==================== mem_lsu
`src/rtl/mem_lsu.sv`:
```
// rtl/mem_lsu.sv - load/store initiator for the shared 32-bit word memory bus (optional MEM_LSU_MISALIGN_SPLIT_EN)
module mem_lsu #(
  parameter int TIMEOUT_CYCLES = 15
) (
  input  logic        clk,
  input  logic        rst_n,
  input  logic        req_valid,
  output logic        req_ready,
  input  logic        req_we,
  input  logic [1:0]  req_size,
  input  logic        req_signed,
  input  logic [31:0] req_addr,
  input  logic [31:0] req_wdata,
  output logic        resp_valid,
  output logic [31:0] resp_rdata,
  output logic        resp_err,
  output logic [31:0] mem_addr,
  output logic [31:0] mem_wdata,
  output logic [3:0]  mem_wmask,
  output logic        mem_wstrobe,
  output logic        mem_rstrobe,
  input  logic [31:0] mem_rdata,
  input  logic        mem_done
);

  localparam int CW = $clog2(TIMEOUT_CYCLES + 1);

  typedef enum logic [1:0] {S_IDLE, S_REQ, S_WAIT, S_RESP} state_t;

  state_t          state;
  logic            we_q;
  logic            signed_q;
  logic [1:0]      size_q;
  logic [1:0]      off_q;
  logic [CW-1:0]   wait_cnt;

  logic [1:0]      off_in;
  logic            misalign_in;
  logic            fault_in;
  logic [3:0]      base_mask;
  logic [31:0]     lane_data;
  logic [3:0]      lo_wmask;
  logic [31:0]     lo_wdata;
  logic [63:0]     rd_cat;
  logic [31:0]     rd_lo;
  logic [31:0]     load_ext;

  assign off_in      = req_addr[1:0];
  assign misalign_in = ((req_size == 2'b01) && off_in[0]) ||
                       ((req_size == 2'b10) && (off_in != 2'b00));

`ifdef MEM_LSU_MISALIGN_SPLIT_EN
  logic            split_q;
  logic            phase_q;
  logic [31:0]     lo_q;
  logic [31:0]     hi_wdata_q;
  logic [3:0]      hi_wmask_q;
  logic [7:0]      mask_wide;
  logic [63:0]     data_wide;

  // Misaligned half/word is carried by a second access, so only size=11 faults.
  assign fault_in  = (req_size == 2'b11);
  assign mask_wide = {4'b0000, base_mask} << off_in;
  assign data_wide = {32'h0, lane_data} << {off_in, 3'b000};
  assign lo_wmask  = mask_wide[3:0];
  assign lo_wdata  = data_wide[31:0];
  assign rd_cat    = split_q ? {mem_rdata, lo_q} : {32'h0, mem_rdata};
`else
  assign fault_in  = (req_size == 2'b11) || misalign_in;
  assign lo_wmask  = base_mask << off_in;
  assign lo_wdata  = lane_data << {off_in, 3'b000};
  assign rd_cat    = {32'h0, mem_rdata};
`endif

  assign rd_lo = 32'(rd_cat >> {off_q, 3'b000});

  // Per-size lane mask and LSB-justified store data before lane shifting.
  always_comb begin
    base_mask = 4'b1111;
    lane_data = req_wdata;
    case (req_size)
      2'b00: begin base_mask = 4'b0001; lane_data = {24'h0, req_wdata[7:0]};  end
      2'b01: begin base_mask = 4'b0011; lane_data = {16'h0, req_wdata[15:0]}; end
      default: ;
    endcase
  end

  // Sign/zero extension of the lane-extracted load data.
  always_comb begin
    load_ext = rd_lo;
    case (size_q)
      2'b00: load_ext = signed_q ? {{24{rd_lo[7]}}, rd_lo[7:0]}   : {24'h0, rd_lo[7:0]};
      2'b01: load_ext = signed_q ? {{16{rd_lo[15]}}, rd_lo[15:0]} : {16'h0, rd_lo[15:0]};
      default: ;
    endcase
  end

  // Access FSM with registered bus and response outputs; mem_done only counts in WAIT.
  always_ff @(posedge clk or negedge rst_n) begin
    if (!rst_n) begin
      state       <= S_IDLE;
      req_ready   <= 1'b0;
      resp_valid  <= 1'b0;
      resp_rdata  <= 32'h0;
      resp_err    <= 1'b0;
      mem_addr    <= 32'h0;
      mem_wdata   <= 32'h0;
      mem_wmask   <= 4'h0;
      mem_wstrobe <= 1'b0;
      mem_rstrobe <= 1'b0;
      we_q        <= 1'b0;
      signed_q    <= 1'b0;
      size_q      <= 2'b00;
      off_q       <= 2'b00;
      wait_cnt    <= '0;
`ifdef MEM_LSU_MISALIGN_SPLIT_EN
      split_q     <= 1'b0;
      phase_q     <= 1'b0;
      lo_q        <= 32'h0;
      hi_wdata_q  <= 32'h0;
      hi_wmask_q  <= 4'h0;
`endif
    end else begin
      mem_wstrobe <= 1'b0;
      mem_rstrobe <= 1'b0;
      resp_valid  <= 1'b0;
      case (state)
        S_IDLE: begin
          req_ready <= 1'b1;
          if (req_valid && req_ready) begin
            req_ready <= 1'b0;
            we_q      <= req_we;
            signed_q  <= req_signed;
            size_q    <= req_size;
            off_q     <= off_in;
            if (fault_in) begin
              state      <= S_RESP;
              resp_valid <= 1'b1;
              resp_err   <= 1'b1;
              resp_rdata <= 32'h0;
            end else begin
              state       <= S_REQ;
              mem_addr    <= {req_addr[31:2], 2'b00};
              mem_wmask   <= req_we ? lo_wmask : 4'h0;
              mem_wdata   <= req_we ? lo_wdata : 32'h0;
              mem_wstrobe <= req_we;
              mem_rstrobe <= !req_we;
`ifdef MEM_LSU_MISALIGN_SPLIT_EN
              split_q     <= misalign_in;
              phase_q     <= 1'b0;
              hi_wmask_q  <= req_we ? mask_wide[7:4] : 4'h0;
              hi_wdata_q  <= req_we ? data_wide[63:32] : 32'h0;
`endif
            end
          end
        end
        S_REQ: begin
          state    <= S_WAIT;
          wait_cnt <= '0;
        end
        S_WAIT: begin
          if (mem_done) begin
`ifdef MEM_LSU_MISALIGN_SPLIT_EN
            if (split_q && !phase_q) begin
              phase_q     <= 1'b1;
              lo_q        <= mem_rdata;
              mem_addr    <= mem_addr + 32'd4;
              mem_wmask   <= hi_wmask_q;
              mem_wdata   <= hi_wdata_q;
              mem_wstrobe <= we_q;
              mem_rstrobe <= !we_q;
              state       <= S_REQ;
            end else begin
              state      <= S_RESP;
              resp_valid <= 1'b1;
              resp_rdata <= we_q ? 32'h0 : load_ext;
            end
`else
            state      <= S_RESP;
            resp_valid <= 1'b1;
            resp_rdata <= we_q ? 32'h0 : load_ext;
`endif
          end else if (wait_cnt == CW'(TIMEOUT_CYCLES - 1)) begin
            state      <= S_RESP;
            resp_valid <= 1'b1;
            resp_err   <= 1'b1;
            resp_rdata <= 32'h0;
          end else begin
            wait_cnt <= wait_cnt + CW'(1);
          end
        end
        S_RESP: begin
          state      <= S_IDLE;
          req_ready  <= 1'b1;
          resp_err   <= 1'b0;
          resp_rdata <= 32'h0;
        end
        default: state <= S_IDLE;
      endcase
    end
  end

endmodule

```
`config.mk`:
```
export PLATFORM = sky130hd
export DESIGN_NAME = mem_lsu
export DESIGN_NICKNAME = d
export VERILOG_FILES = /design/src/rtl/mem_lsu.sv
export SDC_FILE = /design/constraint.sdc
export NUM_CORES = 1
export LEC_CHECK = 0
export CAP_MARGIN = 20
export CORE_MARGIN = 2
export CORE_UTILIZATION = 41
export DETAILED_ROUTE_END_ITERATION = 10
export GPL_TIMING_DRIVEN = 0
export PLACE_DENSITY = 0.76
export SLEW_MARGIN = 20
export SYNTH_ARGS = -nofsm -noshare
export SYNTH_HDL_FRONTEND = slang
export SYNTH_SLANG_ARGS = --single-unit
```
`constraint.sdc`:
```
create_clock -name clk -period 1.81 [get_ports clk]
set_input_delay 0.362 -clock clk [delete_from_list [all_inputs] [get_ports clk]]
set_output_delay 0.362 -clock clk [all_outputs]
set_load 0.05 [all_outputs]
```
==================== add_seq_ctrl_flat
File: config.mk
export PLATFORM = sky130hd
export DESIGN_NAME = add_seq_ctrl_flat
export DESIGN_NICKNAME = d
export VERILOG_FILES = /design/src/rtl/add_seq_ctrl_if.sv /design/src/rtl/add_seq_ctrl.sv /design/src/flat_wrapper.sv
export SDC_FILE = /design/constraint.sdc
export NUM_CORES = 1
export LEC_CHECK = 0
export ABC_CLOCK_PERIOD_IN_PS = 8480
export CELL_PAD_IN_SITES_DETAIL_PLACEMENT = 1
export CELL_PAD_IN_SITES_GLOBAL_PLACEMENT = 2
export CORE_MARGIN = 1.5
export CORE_UTILIZATION = 42
export CTS_CLUSTER_SIZE = 20
export DETAILED_ROUTE_END_ITERATION = 7
export DONT_BUFFER_PORTS = 1
export PLACE_DENSITY = 0.81
export SKIP_LAST_GASP = 1
export SYNTH_ARGS = -nofsm -noshare
export SYNTH_HDL_FRONTEND = slang
export SYNTH_SLANG_ARGS = --single-unit
File: constraint.sdc
create_clock -name clk -period 8.48 [get_ports clk]
set_input_delay 1.272 -clock clk [delete_from_list [all_inputs] [get_ports clk]]
set_output_delay 1.272 -clock clk [all_outputs]
set_load 0.05 [all_outputs]
File: src/rtl/add_seq_ctrl_if.sv
// -----------------------------------------------------------------------------
// add_seq_ctrl_if
// Bundles the operation request and result signals of add_seq_ctrl.
//
// Signals (direction as seen by the adder, i.e. the slave):
//   start  in   request a new operation (taken only while ready=1)
//   sub    in   0 = a+b, 1 = a-b
//   a, b   in   W-bit operands
//   ready  out  block is idle and will accept start
//   busy   out  operation in progress
//   done   out  one-cycle pulse, result valid from here on
//   sum    out  W-bit result
//   cout   out  final carry (subtract: 1 = no borrow)
//   ovf    out  two's-complement overflow of the full-width result
//
// Handshake: a request is a cycle where start=1 and ready=1 at a rising clock
// edge; the operands on a/b/sub at that edge are the ones used. start in any
// other cycle has no effect. Results on sum/cout/ovf become valid with done
// and stay put until the next request is taken.
// -----------------------------------------------------------------------------
interface add_seq_ctrl_if #(
    parameter int WORDS = 4,
    parameter int W     = 16 * WORDS
);
    logic         start;
    logic         sub;
    logic [W-1:0] a;
    logic [W-1:0] b;
    logic         ready;
    logic         busy;
    logic         done;
    logic [W-1:0] sum;
    logic         cout;
    logic         ovf;

    modport master (
        output start, sub, a, b,
        input  ready, busy, done, sum, cout, ovf
    );

    modport slave (
        input  start, sub, a, b,
        output ready, busy, done, sum, cout, ovf
    );
endinterface

File: src/rtl/add_seq_ctrl.sv
// -----------------------------------------------------------------------------
// add_seq_ctrl
// Multi-word adder/subtractor that pushes a W = 16*WORDS bit operation through
// a single 16-bit carry-lookahead adder, one 16-bit beat per clock, least
// significant word first. Subtraction is a + ~b + 1.
//
// Ports:
//   clk          single clock, rising edge
//   rst_n        synchronous active-low reset
//   bus          add_seq_ctrl_if.slave (start/sub/a/b in, ready/busy/done/
//                sum/cout/ovf out)
//   o_dbg_state  current FSM state (0 = IDLE, 1 = RUN, 2 = DONE)
//
// WORDS is meant to be 2..8.
// Timing: start taken at edge n -> beats at edges n+1..n+WORDS -> done high in
// the cycle after edge n+WORDS -> back in IDLE at edge n+WORDS+1.
// -----------------------------------------------------------------------------
module add_seq_ctrl #(
    parameter int WORDS = 4
) (
    input  logic               clk,
    input  logic               rst_n,
    add_seq_ctrl_if.slave      bus,
    output logic [1:0]         o_dbg_state
);
    localparam int W  = 16 * WORDS;
    localparam int BW = (WORDS > 1) ? $clog2(WORDS) : 1;

    typedef enum logic [1:0] {
        S_IDLE = 2'd0,
        S_RUN  = 2'd1,
        S_DONE = 2'd2
    } state_t;

    state_t          r_state;
    state_t          w_next_state;

    logic [BW-1:0]   r_beat;
    logic            r_carry;
    logic [W-1:0]    r_a;
    logic [W-1:0]    r_b;      // already inverted for subtraction
    logic [W-1:0]    r_sum;
    logic            r_cout;
    logic            r_ovf;

    logic            w_last_beat;
    logic [BW+3:0]   w_lsb;
    logic [15:0]     w_cla_a;
    logic [15:0]     w_cla_b;
    logic [15:0]     w_cla_sum;
    logic            w_cla_cout;
    logic            w_ready;
    logic            w_busy;
    logic            w_done;

    assign w_last_beat = (r_beat == BW'(WORDS - 1));
    // Bit offset of the current 16-bit word: beat * 16.
    assign w_lsb       = {r_beat, 4'b0000};
    assign w_cla_a     = r_a[w_lsb +: 16];
    assign w_cla_b     = r_b[w_lsb +: 16];

    cla_16bit u_cla (
        .i_a    (w_cla_a),
        .i_b    (w_cla_b),
        .i_cin  (r_carry),
        .o_sum  (w_cla_sum),
        .o_cout (w_cla_cout)
    );

    // ---------------- FSM: state register ----------------
    always_ff @(posedge clk) begin
        if (!rst_n) begin
            r_state <= S_IDLE;
        end else begin
            r_state <= w_next_state;
        end
    end

    // ---------------- FSM: next state ----------------
    always_comb begin
        w_next_state = r_state;
        case (r_state)
            S_IDLE:  if (bus.start) w_next_state = S_RUN;
            S_RUN:   if (w_last_beat) w_next_state = S_DONE;
            S_DONE:  w_next_state = S_IDLE;
            default: w_next_state = S_IDLE;
        endcase
    end

    // ---------------- FSM: outputs ----------------
    always_comb begin
        w_ready = 1'b0;
        w_busy  = 1'b0;
        w_done  = 1'b0;
        case (r_state)
            S_IDLE:  w_ready = 1'b1;
            S_RUN:   w_busy  = 1'b1;
            S_DONE:  w_done  = 1'b1;
            default: w_ready = 1'b0;
        endcase
    end

    // ---------------- datapath ----------------
    always_ff @(posedge clk) begin
        if (!rst_n) begin
            r_beat  <= '0;
            r_carry <= 1'b0;
            r_a     <= '0;
            r_b     <= '0;
            r_sum   <= '0;
            r_cout  <= 1'b0;
            r_ovf   <= 1'b0;
        end else begin
            case (r_state)
                S_IDLE: begin
                    if (bus.start) begin
                        r_a     <= bus.a;
                        r_b     <= bus.sub ? ~bus.b : bus.b;
                        // The +1 of two's-complement negation enters as the
                        // carry into beat 0.
                        r_carry <= bus.sub;
                        r_sum   <= '0;
                        r_beat  <= '0;
                    end
                end
                S_RUN: begin
                    r_sum[w_lsb +: 16] <= w_cla_sum;
                    r_carry            <= w_cla_cout;
                    if (w_last_beat) begin
                        r_beat <= '0;
                        r_cout <= w_cla_cout;
                        // Overflow: operand signs (after inversion) agree but
                        // the result sign differs from them.
                        r_ovf  <= (r_a[W-1] ~^ r_b[W-1]) & (r_a[W-1] ^ w_cla_sum[15]);
                    end else begin
                        r_beat <= r_beat + BW'(1);
                    end
                end
                default: begin
                    r_beat <= r_beat;
                end
            endcase
        end
    end

    assign bus.ready   = w_ready;
    assign bus.busy    = w_busy;
    assign bus.done    = w_done;
    assign bus.sum     = r_sum;
    assign bus.cout    = r_cout;
    assign bus.ovf     = r_ovf;
    assign o_dbg_state = r_state;

endmodule

// -----------------------------------------------------------------------------
// cla_16bit
// 16-bit carry-lookahead adder built from four 4-bit lookahead groups with a
// second lookahead level across the groups.
//
// Ports:
//   i_a, i_b  16-bit addends
//   i_cin     carry in
//   o_sum     16-bit sum
//   o_cout    carry out of bit 15
// -----------------------------------------------------------------------------
module cla_16bit (
    input  logic [15:0] i_a,
    input  logic [15:0] i_b,
    input  logic        i_cin,
    output logic [15:0] o_sum,
    output logic        o_cout
);
    logic [15:0] w_g;
    logic [15:0] w_p;
    logic [15:0] w_c;
    logic [3:0]  w_bg;
    logic [3:0]  w_bp;
    logic [4:0]  w_bc;

    assign w_g = i_a & i_b;
    assign w_p = i_a ^ i_b;

    for (genvar k = 0; k < 4; k++) begin : g_grp
        // Group generate / propagate.
        assign w_bg[k] = w_g[4*k+3]
                       | (w_p[4*k+3] & w_g[4*k+2])
                       | (w_p[4*k+3] & w_p[4*k+2] & w_g[4*k+1])
                       | (w_p[4*k+3] & w_p[4*k+2] & w_p[4*k+1] & w_g[4*k]);
        assign w_bp[k] = &w_p[4*k +: 4];

        // Bit carries inside the group from the group carry-in.
        assign w_c[4*k]   = w_bc[k];
        assign w_c[4*k+1] = w_g[4*k] | (w_p[4*k] & w_bc[k]);
        assign w_c[4*k+2] = w_g[4*k+1]
                          | (w_p[4*k+1] & w_g[4*k])
                          | (w_p[4*k+1] & w_p[4*k] & w_bc[k]);
        assign w_c[4*k+3] = w_g[4*k+2]
                          | (w_p[4*k+2] & w_g[4*k+1])
                          | (w_p[4*k+2] & w_p[4*k+1] & w_g[4*k])
                          | (w_p[4*k+2] & w_p[4*k+1] & w_p[4*k] & w_bc[k]);
    end

    // Group carries, all computed directly from i_cin.
    assign w_bc[0] = i_cin;
    assign w_bc[1] = w_bg[0] | (w_bp[0] & i_cin);
    assign w_bc[2] = w_bg[1] | (w_bp[1] & w_bg[0]) | (w_bp[1] & w_bp[0] & i_cin);
    assign w_bc[3] = w_bg[2] | (w_bp[2] & w_bg[1]) | (w_bp[2] & w_bp[1] & w_bg[0])
                   | (w_bp[2] & w_bp[1] & w_bp[0] & i_cin);
    assign w_bc[4] = w_bg[3] | (w_bp[3] & w_bg[2]) | (w_bp[3] & w_bp[2] & w_bg[1])
                   | (w_bp[3] & w_bp[2] & w_bp[1] & w_bg[0])
                   | (w_bp[3] & w_bp[2] & w_bp[1] & w_bp[0] & i_cin);

    assign o_sum  = w_p ^ w_c;
    assign o_cout = w_bc[4];

endmodule
File: src/flat_wrapper.sv
// flat-port wrapper written by rule: the top's interface ports become plain ports
module add_seq_ctrl_flat 
#(
    parameter int WORDS = 4
)
  (clk, rst_n, o_dbg_state, bus_start, bus_sub, bus_a, bus_b, bus_ready, bus_busy, bus_done, bus_sum, bus_cout, bus_ovf);
  add_seq_ctrl_if #(.WORDS(WORDS)) bus_i ();
  input  logic clk;
  input  logic rst_n;
  output logic [1:0] o_dbg_state;
  input wire logic [$bits(bus_i.start)-1:0] bus_start;
  input wire logic [$bits(bus_i.sub)-1:0] bus_sub;
  input wire logic [$bits(bus_i.a)-1:0] bus_a;
  input wire logic [$bits(bus_i.b)-1:0] bus_b;
  output wire logic [$bits(bus_i.ready)-1:0] bus_ready;
  output wire logic [$bits(bus_i.busy)-1:0] bus_busy;
  output wire logic [$bits(bus_i.done)-1:0] bus_done;
  output wire logic [$bits(bus_i.sum)-1:0] bus_sum;
  output wire logic [$bits(bus_i.cout)-1:0] bus_cout;
  output wire logic [$bits(bus_i.ovf)-1:0] bus_ovf;
  assign bus_i.start = bus_start;
  assign bus_i.sub = bus_sub;
  assign bus_i.a = bus_a;
  assign bus_i.b = bus_b;
  assign bus_ready = bus_i.ready;
  assign bus_busy = bus_i.busy;
  assign bus_done = bus_i.done;
  assign bus_sum = bus_i.sum;
  assign bus_cout = bus_i.cout;
  assign bus_ovf = bus_i.ovf;
  add_seq_ctrl #(.WORDS(WORDS)) u_core (.clk(clk), .rst_n(rst_n), .bus(bus_i), .o_dbg_state(o_dbg_state));
endmodule
==> add_seq_ctrl_flat/congestion_map.png <==
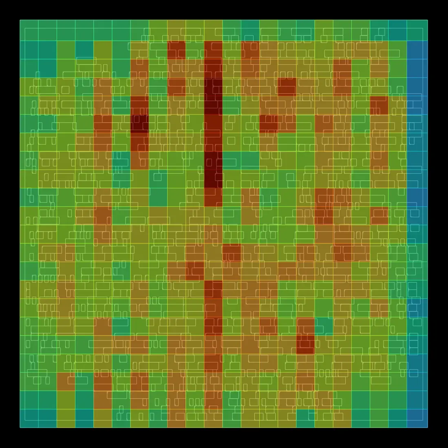
Total GRT Usage: 21.8%
Avg WL per Cell: 20.9 µm
Top Usage Layer GRT: met2
M1 GR Usage: 29.0%

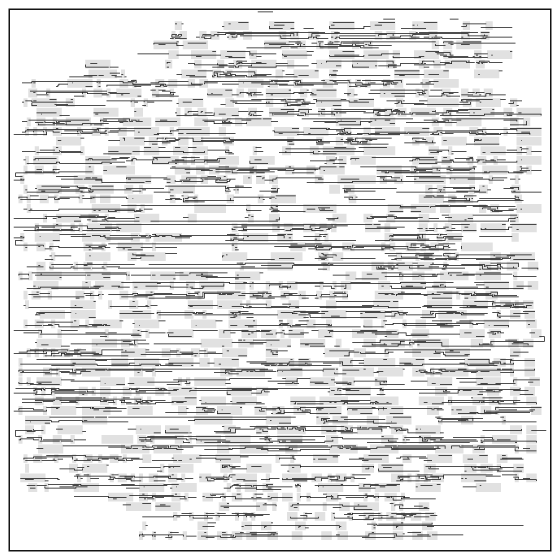
(add_seq_ctrl_flat/m1.png)
longest straight run: 78.9 µm
wire length on this layer: 11600 µm
share of all routed wire: 46%
DR vias: 6712
drt total wl: 25.2 mm

==> flow_summary.json, add_seq_ctrl_flat <==
{
  "status": "finished clean",
  "crit_end": "u_core.bus.sum[29]$_SDFFE_PN0P_",
  "n_fill_cell": 2487,
  "final_max_slew_viol_count": 0,
  "numPortBuffers": 0,
  "flop_area_um2": 3990,
  "taps": 280,
  "flops": 199,
  "core-area_um2": 21900,
  "synth_area_um2": 9410,
  "finalCriticalPeriod_ns": 4.06,
  "sh_comb_area_pct": 50.1,
  "final_area_um2": 10100,
  "antenna_found_initial": 0,
  "worstPathCellList": "buf_4 > mux4_2 > ha_1 > a211oi_4 > o21ai_2 > a21oi_2 > o211ai_1 > a21o_1 > fa_1 > xor2_1 > a22oi_1 > nor2b_1",
  "power.switching_uw": 622,
  "reg2reg_slack_ns": 4.42,
  "switching_share_pct": 28.3,
  "rr_endpoint": "u_core.bus.sum[29]$_SDFFE_PN0P_",
  "cts_hold_buf": 0,
  "tns_ns": 0,
  "layout_top_cell": "nand2_1",
  "rsz0062_at_grt": "no"
}
[add_seq_ctrl_flat: logic make-up (layout without fill, tap and decap cells)]
group | count (synthesis) | after routing | synth area share (%)
XOR/XNOR | 72 | 72 | 6.70
AND-OR/OR-AND | 245 | 245 | 21.2
multiplexers | 33 | 33 | 7.81
buffers and inverters | 87 | 48 | 4.00
adder cells (fa/ha/maj) | 24 | 24 | 3.51
AND/OR/NAND/NOR | 303 | 303 | 14.5
flip-flops | 199 | 199 | 42.3
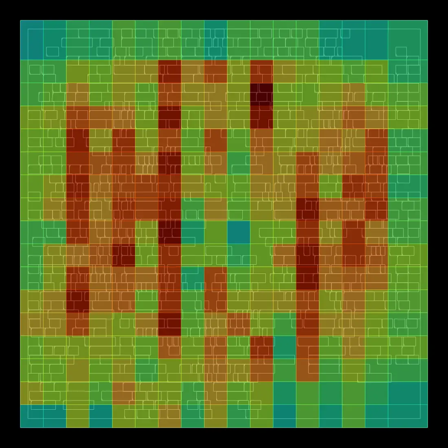
(mem_lsu/congestion_map.png)
fin util: 63.9%
met2 GRT Util: 40.9%
Avg WL per Cell: 19.7 µm
Total GRT Usage: 25.1%

==> flow_summary.json, mem_lsu <==
{
  "status": "finished clean",
  "cp.depth": 6,
  "place_congestion": 0.934,
  "leakage_uw": 0.00423,
  "nNonClkBuffers": 263,
  "postRouteAntennaNets": 0,
  "top_cells_by_count": "dfrtp_1 (115), nand2_1 (82), mux2_1 (32)",
  "cts_buffers": 17,
  "grt_util_met1_pct": 31.4,
  "cts.reportedPaths.clkPinSlew_ns": 0.05,
  "clk_path_buf_depth": 2,
  "setup_viol": 0,
  "final_area_um2": 8800,
  "clockPowerShare_pct": 20.2,
  "synth-xor-area-share_pct": 0.305,
  "logic_area_um2": 2720,
  "flop_area_um2": 2880,
  "rsz0062_at_grt": "yes",
  "tool_warnings": 31,
  "fp_util_pct": 41.6,
  "required_ns": 2.11,
  "synth-simple-area-share_pct": 10.3,
  "cap_violations": 0,
  "critPathBufInv": 2,
  "crit_path_start_kind": "register",
  "crit_arrival_ns": 2.07,
  "worst_slack_ns": 0.0424
}
==> mem_lsu: state kept, by name, summed over array words and instances, names as in the netlist, 2 cells and up <==
register	count
off_q	2
mem_addr	30
size_q	2
mem_wdata	32
wait_cnt	4
resp_rdata	32
state	2
mem_wmask	4
==> mem_lsu: power groups by stage <==
stage	registers, µW	clock network (µW)	logic [µW]
2_1_floorplan	7380	0	2700
3_3_place_gp	4250	0	8770
3_5_place_dp	4290	0	8910
4_1_cts	4240	3360	8420
5_1_grt	4380	3460	9290
6_report	4240	3310	8830

==================== match_sequencer
==> match_sequencer/sizing.png <==
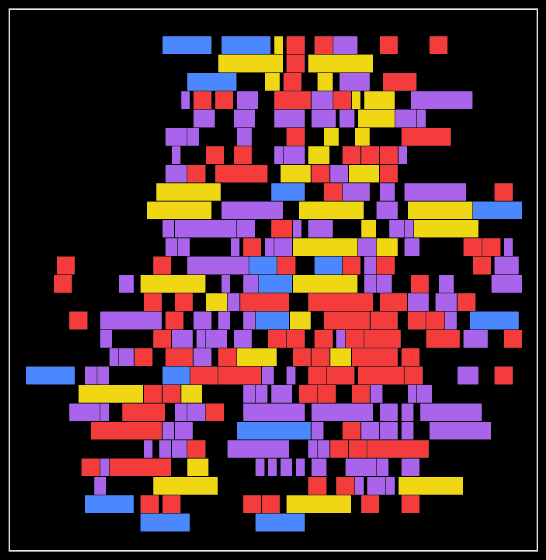
File: src/rtl/match_pkg.sv
// Shared constants for the match sequencer: state codes,
// field widths and parameter defaults.
package match_pkg;

  localparam int SCORE_W = 5;
  localparam int TIMER_W = 8;

  localparam int WIN_SCORE_DEF    = 11;
  localparam int SERVE_FRAMES_DEF = 120;
  localparam int POINT_FRAMES_DEF = 60;

  localparam logic [2:0] ST_IDLE  = 3'd0;
  localparam logic [2:0] ST_SERVE = 3'd1;
  localparam logic [2:0] ST_PLAY  = 3'd2;
  localparam logic [2:0] ST_POINT = 3'd3;
  localparam logic [2:0] ST_OVER  = 3'd4;

  localparam logic [1:0] WIN_NONE = 2'b00;
  localparam logic [1:0] WIN_P1   = 2'b01;
  localparam logic [1:0] WIN_P2   = 2'b10;

endpackage

File: src/rtl/match_sequencer_frame_timer.sv
// frame_timer: loadable frame down-counter.
// Ports: clk, rst, load/load_val, tick, freeze -> count, done.
module frame_timer
  import match_pkg::*;
(
  input  logic               clk,
  input  logic               rst,
  input  logic               load,
  input  logic [TIMER_W-1:0] load_val,
  input  logic               tick,
  input  logic               freeze,
  output logic [TIMER_W-1:0] count,
  output logic               done
);

  logic [TIMER_W-1:0] count_q;
  logic [TIMER_W-1:0] count_d;
  logic               step;

  // A tick seen while frozen is dropped, never remembered.
  assign step = tick && !freeze && (count_q != '0);

  // done flags the tick that takes the count from 1 to 0.
  assign done  = step && (count_q == TIMER_W'(1));
  assign count = count_q;

  always_comb begin
    count_d = count_q;
    if (load) begin
      count_d = load_val;
    end else if (step) begin
      count_d = count_q - TIMER_W'(1);
    end
  end

  always_ff @(posedge clk or posedge rst) begin
    if (rst) begin
      count_q <= '0;
    end else begin
      count_q <= count_d;
    end
  end

endmodule

File: src/rtl/match_sequencer.sv
// match_sequencer: pong-style match FSM (serve, play, point, over).
// In: clk, rst, frame_tick, start, pause, point_p1/p2.
// Out: state, ball_en, ball_reset, serve_dir, score1/2, winner, timer.
module match_sequencer
  import match_pkg::*;
#(
  parameter int WIN_SCORE    = WIN_SCORE_DEF,
  parameter int SERVE_FRAMES = SERVE_FRAMES_DEF,
  parameter int POINT_FRAMES = POINT_FRAMES_DEF
) (
  input  logic               clk,
  input  logic               rst,
  input  logic               frame_tick,
  input  logic               start,
  input  logic               pause,
  input  logic               point_p1,
  input  logic               point_p2,
  output logic [2:0]         state,
  output logic               ball_en,
  output logic               ball_reset,
  output logic               serve_dir,
  output logic [SCORE_W-1:0] score1,
  output logic [SCORE_W-1:0] score2,
  output logic [1:0]         winner,
  output logic [TIMER_W-1:0] timer
);

  localparam logic [SCORE_W-1:0] WIN_L   = SCORE_W'(WIN_SCORE);
  localparam logic [TIMER_W-1:0] SERVE_L = TIMER_W'(SERVE_FRAMES);
  localparam logic [TIMER_W-1:0] POINT_L = TIMER_W'(POINT_FRAMES);

  logic [2:0]         state_q, state_d;
  logic               ball_en_q, ball_en_d;
  logic               ball_reset_q, ball_reset_d;
  logic               serve_dir_q, serve_dir_d;
  logic [SCORE_W-1:0] score1_q, score1_d;
  logic [SCORE_W-1:0] score2_q, score2_d;
  logic [1:0]         winner_q, winner_d;

  logic               tmr_load;
  logic [TIMER_W-1:0] tmr_val;
  logic               tmr_tick;
  logic               tmr_done;
  logic [SCORE_W-1:0] s1_inc, s2_inc;

  // Only the SERVE and POINT waits consume frames.
  assign tmr_tick = frame_tick &&
                    (state_q == ST_SERVE || state_q == ST_POINT);

  assign s1_inc = score1_q + SCORE_W'(1);
  assign s2_inc = score2_q + SCORE_W'(1);

  frame_timer u_timer (
    .clk      (clk),
    .rst      (rst),
    .load     (tmr_load),
    .load_val (tmr_val),
    .tick     (tmr_tick),
    .freeze   (pause),
    .count    (timer),
    .done     (tmr_done)
  );

  always_comb begin
    state_d     = state_q;
    serve_dir_d = serve_dir_q;
    score1_d    = score1_q;
    score2_d    = score2_q;
    winner_d    = winner_q;
    tmr_load    = 1'b0;
    tmr_val     = '0;
    case (state_q)
      ST_IDLE, ST_OVER: begin
        if (start) begin
          score1_d = '0;
          score2_d = '0;
          winner_d = WIN_NONE;
          tmr_load = 1'b1;
          tmr_val  = SERVE_L;
          state_d  = ST_SERVE;
        end
      end
      ST_SERVE: begin
        if (tmr_done) state_d = ST_PLAY;
      end
      ST_PLAY: begin
        if (point_p1 && point_p2) begin
          // A let replays the serve without scoring.
          tmr_load = 1'b1;
          tmr_val  = SERVE_L;
          state_d  = ST_SERVE;
        end else if (point_p1 && score1_q < WIN_L) begin
          score1_d    = s1_inc;
          serve_dir_d = 1'b1;
          tmr_load    = 1'b1;
          if (s1_inc == WIN_L) begin
            winner_d = WIN_P1;
            tmr_val  = '0;
            state_d  = ST_OVER;
          end else begin
            tmr_val  = POINT_L;
            state_d  = ST_POINT;
          end
        end else if (point_p2 && score2_q < WIN_L) begin
          score2_d    = s2_inc;
          serve_dir_d = 1'b0;
          tmr_load    = 1'b1;
          if (s2_inc == WIN_L) begin
            winner_d = WIN_P2;
            tmr_val  = '0;
            state_d  = ST_OVER;
          end else begin
            tmr_val  = POINT_L;
            state_d  = ST_POINT;
          end
        end
      end
      ST_POINT: begin
        if (tmr_done) begin
          tmr_load = 1'b1;
          tmr_val  = SERVE_L;
          state_d  = ST_SERVE;
        end
      end
      default: begin
        state_d = ST_IDLE;
      end
    endcase
  end

  // Ball controls are registered from the next state so they line
  // up with the state they belong to.
  always_comb begin
    ball_en_d    = (state_d == ST_PLAY) && !pause;
    ball_reset_d = !(state_d == ST_PLAY || state_d == ST_POINT);
  end

  always_ff @(posedge clk or posedge rst) begin
    if (rst) begin
      state_q      <= ST_IDLE;
      ball_en_q    <= 1'b0;
      ball_reset_q <= 1'b1;
      serve_dir_q  <= 1'b0;
      score1_q     <= '0;
      score2_q     <= '0;
      winner_q     <= WIN_NONE;
    end else begin
      state_q      <= state_d;
      ball_en_q    <= ball_en_d;
      ball_reset_q <= ball_reset_d;
      serve_dir_q  <= serve_dir_d;
      score1_q     <= score1_d;
      score2_q     <= score2_d;
      winner_q     <= winner_d;
    end
  end

  assign state      = state_q;
  assign ball_en    = ball_en_q;
  assign ball_reset = ball_reset_q;
  assign serve_dir  = serve_dir_q;
  assign score1     = score1_q;
  assign score2     = score2_q;
  assign winner     = winner_q;

endmodule

File: config.mk
export PLATFORM = sky130hd
export DESIGN_NAME = match_sequencer
export DESIGN_NICKNAME = d
export VERILOG_FILES = /design/src/rtl/match_pkg.sv /design/src/rtl/match_sequencer_frame_timer.sv /design/src/rtl/match_sequencer.sv
export SDC_FILE = /design/constraint.sdc
export NUM_CORES = 1
export LEC_CHECK = 0
export CORE_AREA = 2 2 76 78
export CTS_CLUSTER_DIAMETER = 120
export DETAILED_ROUTE_END_ITERATION = 12
export DIE_AREA = 0 0 78 80
export PLACE_DENSITY = 0.61
export SKIP_LAST_GASP = 1
export SLEW_MARGIN = 10
export SYNTH_ARGS = -nofsm -noshare
export SYNTH_HDL_FRONTEND = slang
export SYNTH_SLANG_ARGS = --single-unit
File: constraint.sdc
create_clock -name clk -period 1.7 [get_ports clk]
set_input_delay 0.34 -clock clk [delete_from_list [all_inputs] [get_ports clk]]
set_output_delay 0.34 -clock clk [all_outputs]
set_load 0.05 [all_outputs]
==> flow_summary.json <==
{
  "clockPowerShare_pct": 14.1,
  "synth.distinct_cells": 49,
  "power.density_nw_per_um2": 1320,
  "failed_checks": "negative setup slack",
  "most_common_cell": "dfrtp_1",
  "crit_top_cell": "buf_6",
  "cpPeakStageDelay_ns": 0.47,
  "dp.cells": 315,
  "totalWireLength_mm": 4.46,
  "status": "complete, but fails checks",
  "ir_drop_mv": 0.628,
  "adder_share_pct": 5.54,
  "setup_viol": 8,
  "syn-num-nets": 181,
  "finalCriticalPeriod_ns": 1.90,
  "ff_type": "dfrtp_1",
  "rr_endpoint": "u_timer.count[4]$_DFFE_PP0P_",
  "fmax_mhz": 526,
  "grt-ovfl-total": 0,
  "ys_async_sr_fraction_pct": 100,
  "drive_gt1_share_pct": 55.0,
  "worst_slack_ns": -0.201,
  "crit_arrival_ns": 2.06
}
About match_sequencer/sizing.png:
[red] x3 and x4 | cells: 93 | share: 36% | most used: buf_4
[purple] x1 and smaller | cells: 116 | share: 45% | most used: nand2_1
[yellow] x2 | cells: 33 | share: 13% | most used: dfrtp_2
[blue] x6 and larger | cells: 16 | share: 6.2% | most used: buf_12
Design Area, Final: 2770 µm²
Area growth syn-to-layout: 75.2%
Non-clk bufs: 89

==> state kept, by name (all words and copies together), names as in the netlist <==
name           count
ball_en            1
score2             5
serve_dir          1
score1             5
ball_reset         1
winner             2
state              3
u_timer.count      8
==> final cells by class <==
cell class,count,area (µm²)
well taps,72,90.1
multi-input cells,131,1100
repair buffers,89,808
flip-flops and latches,26,672
clock inverters,1,30.0
clock buffers,3,41.3
inverters,8,30.0
fillers,505,2630


==> gallery <==
Local utilization.
picture 1
The bar under the picture is 20 µm long. The die is cut into 12 by 12 equal tiles; dark blue is low, red is high, 0 to 100% covered.
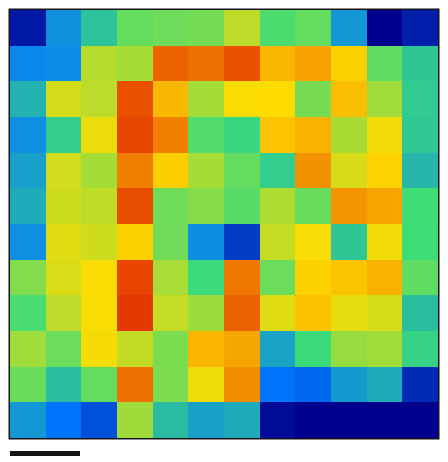
picture 2
The bar under the picture is 50 µm long. The die is cut into 15 by 15 equal tiles; dark blue is low, red is high, 0 to 100% covered.
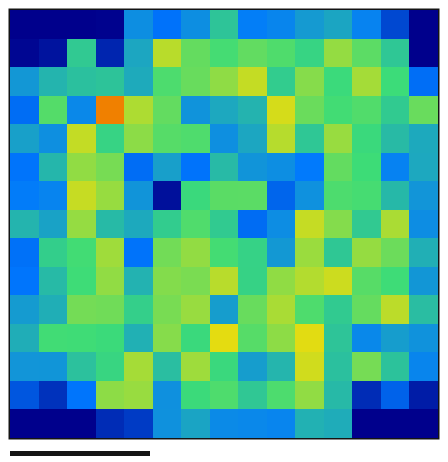
picture 3
The bar under the picture is 20 µm long. The die is cut into 8 by 8 equal tiles; dark blue is low, red is high, 0 to 100% covered.
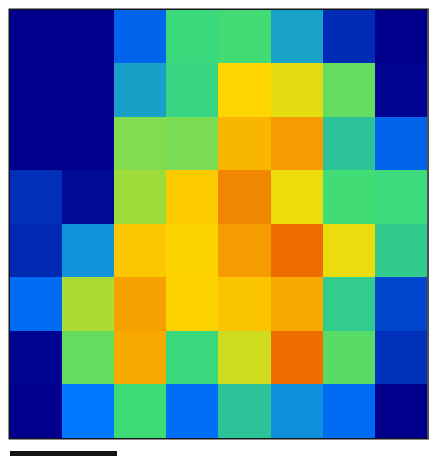
add_seq_ctrl_flat: picture 2
match_sequencer: picture 3
mem_lsu: picture 1

Key to picture 2:
fullest tile: 86%
nearly empty tiles: 5.8%
mean over tiles: 42%
tiles over 75% full: 0.40%

Power figures rest on the tool's default switching activity, not on a simulated workload.
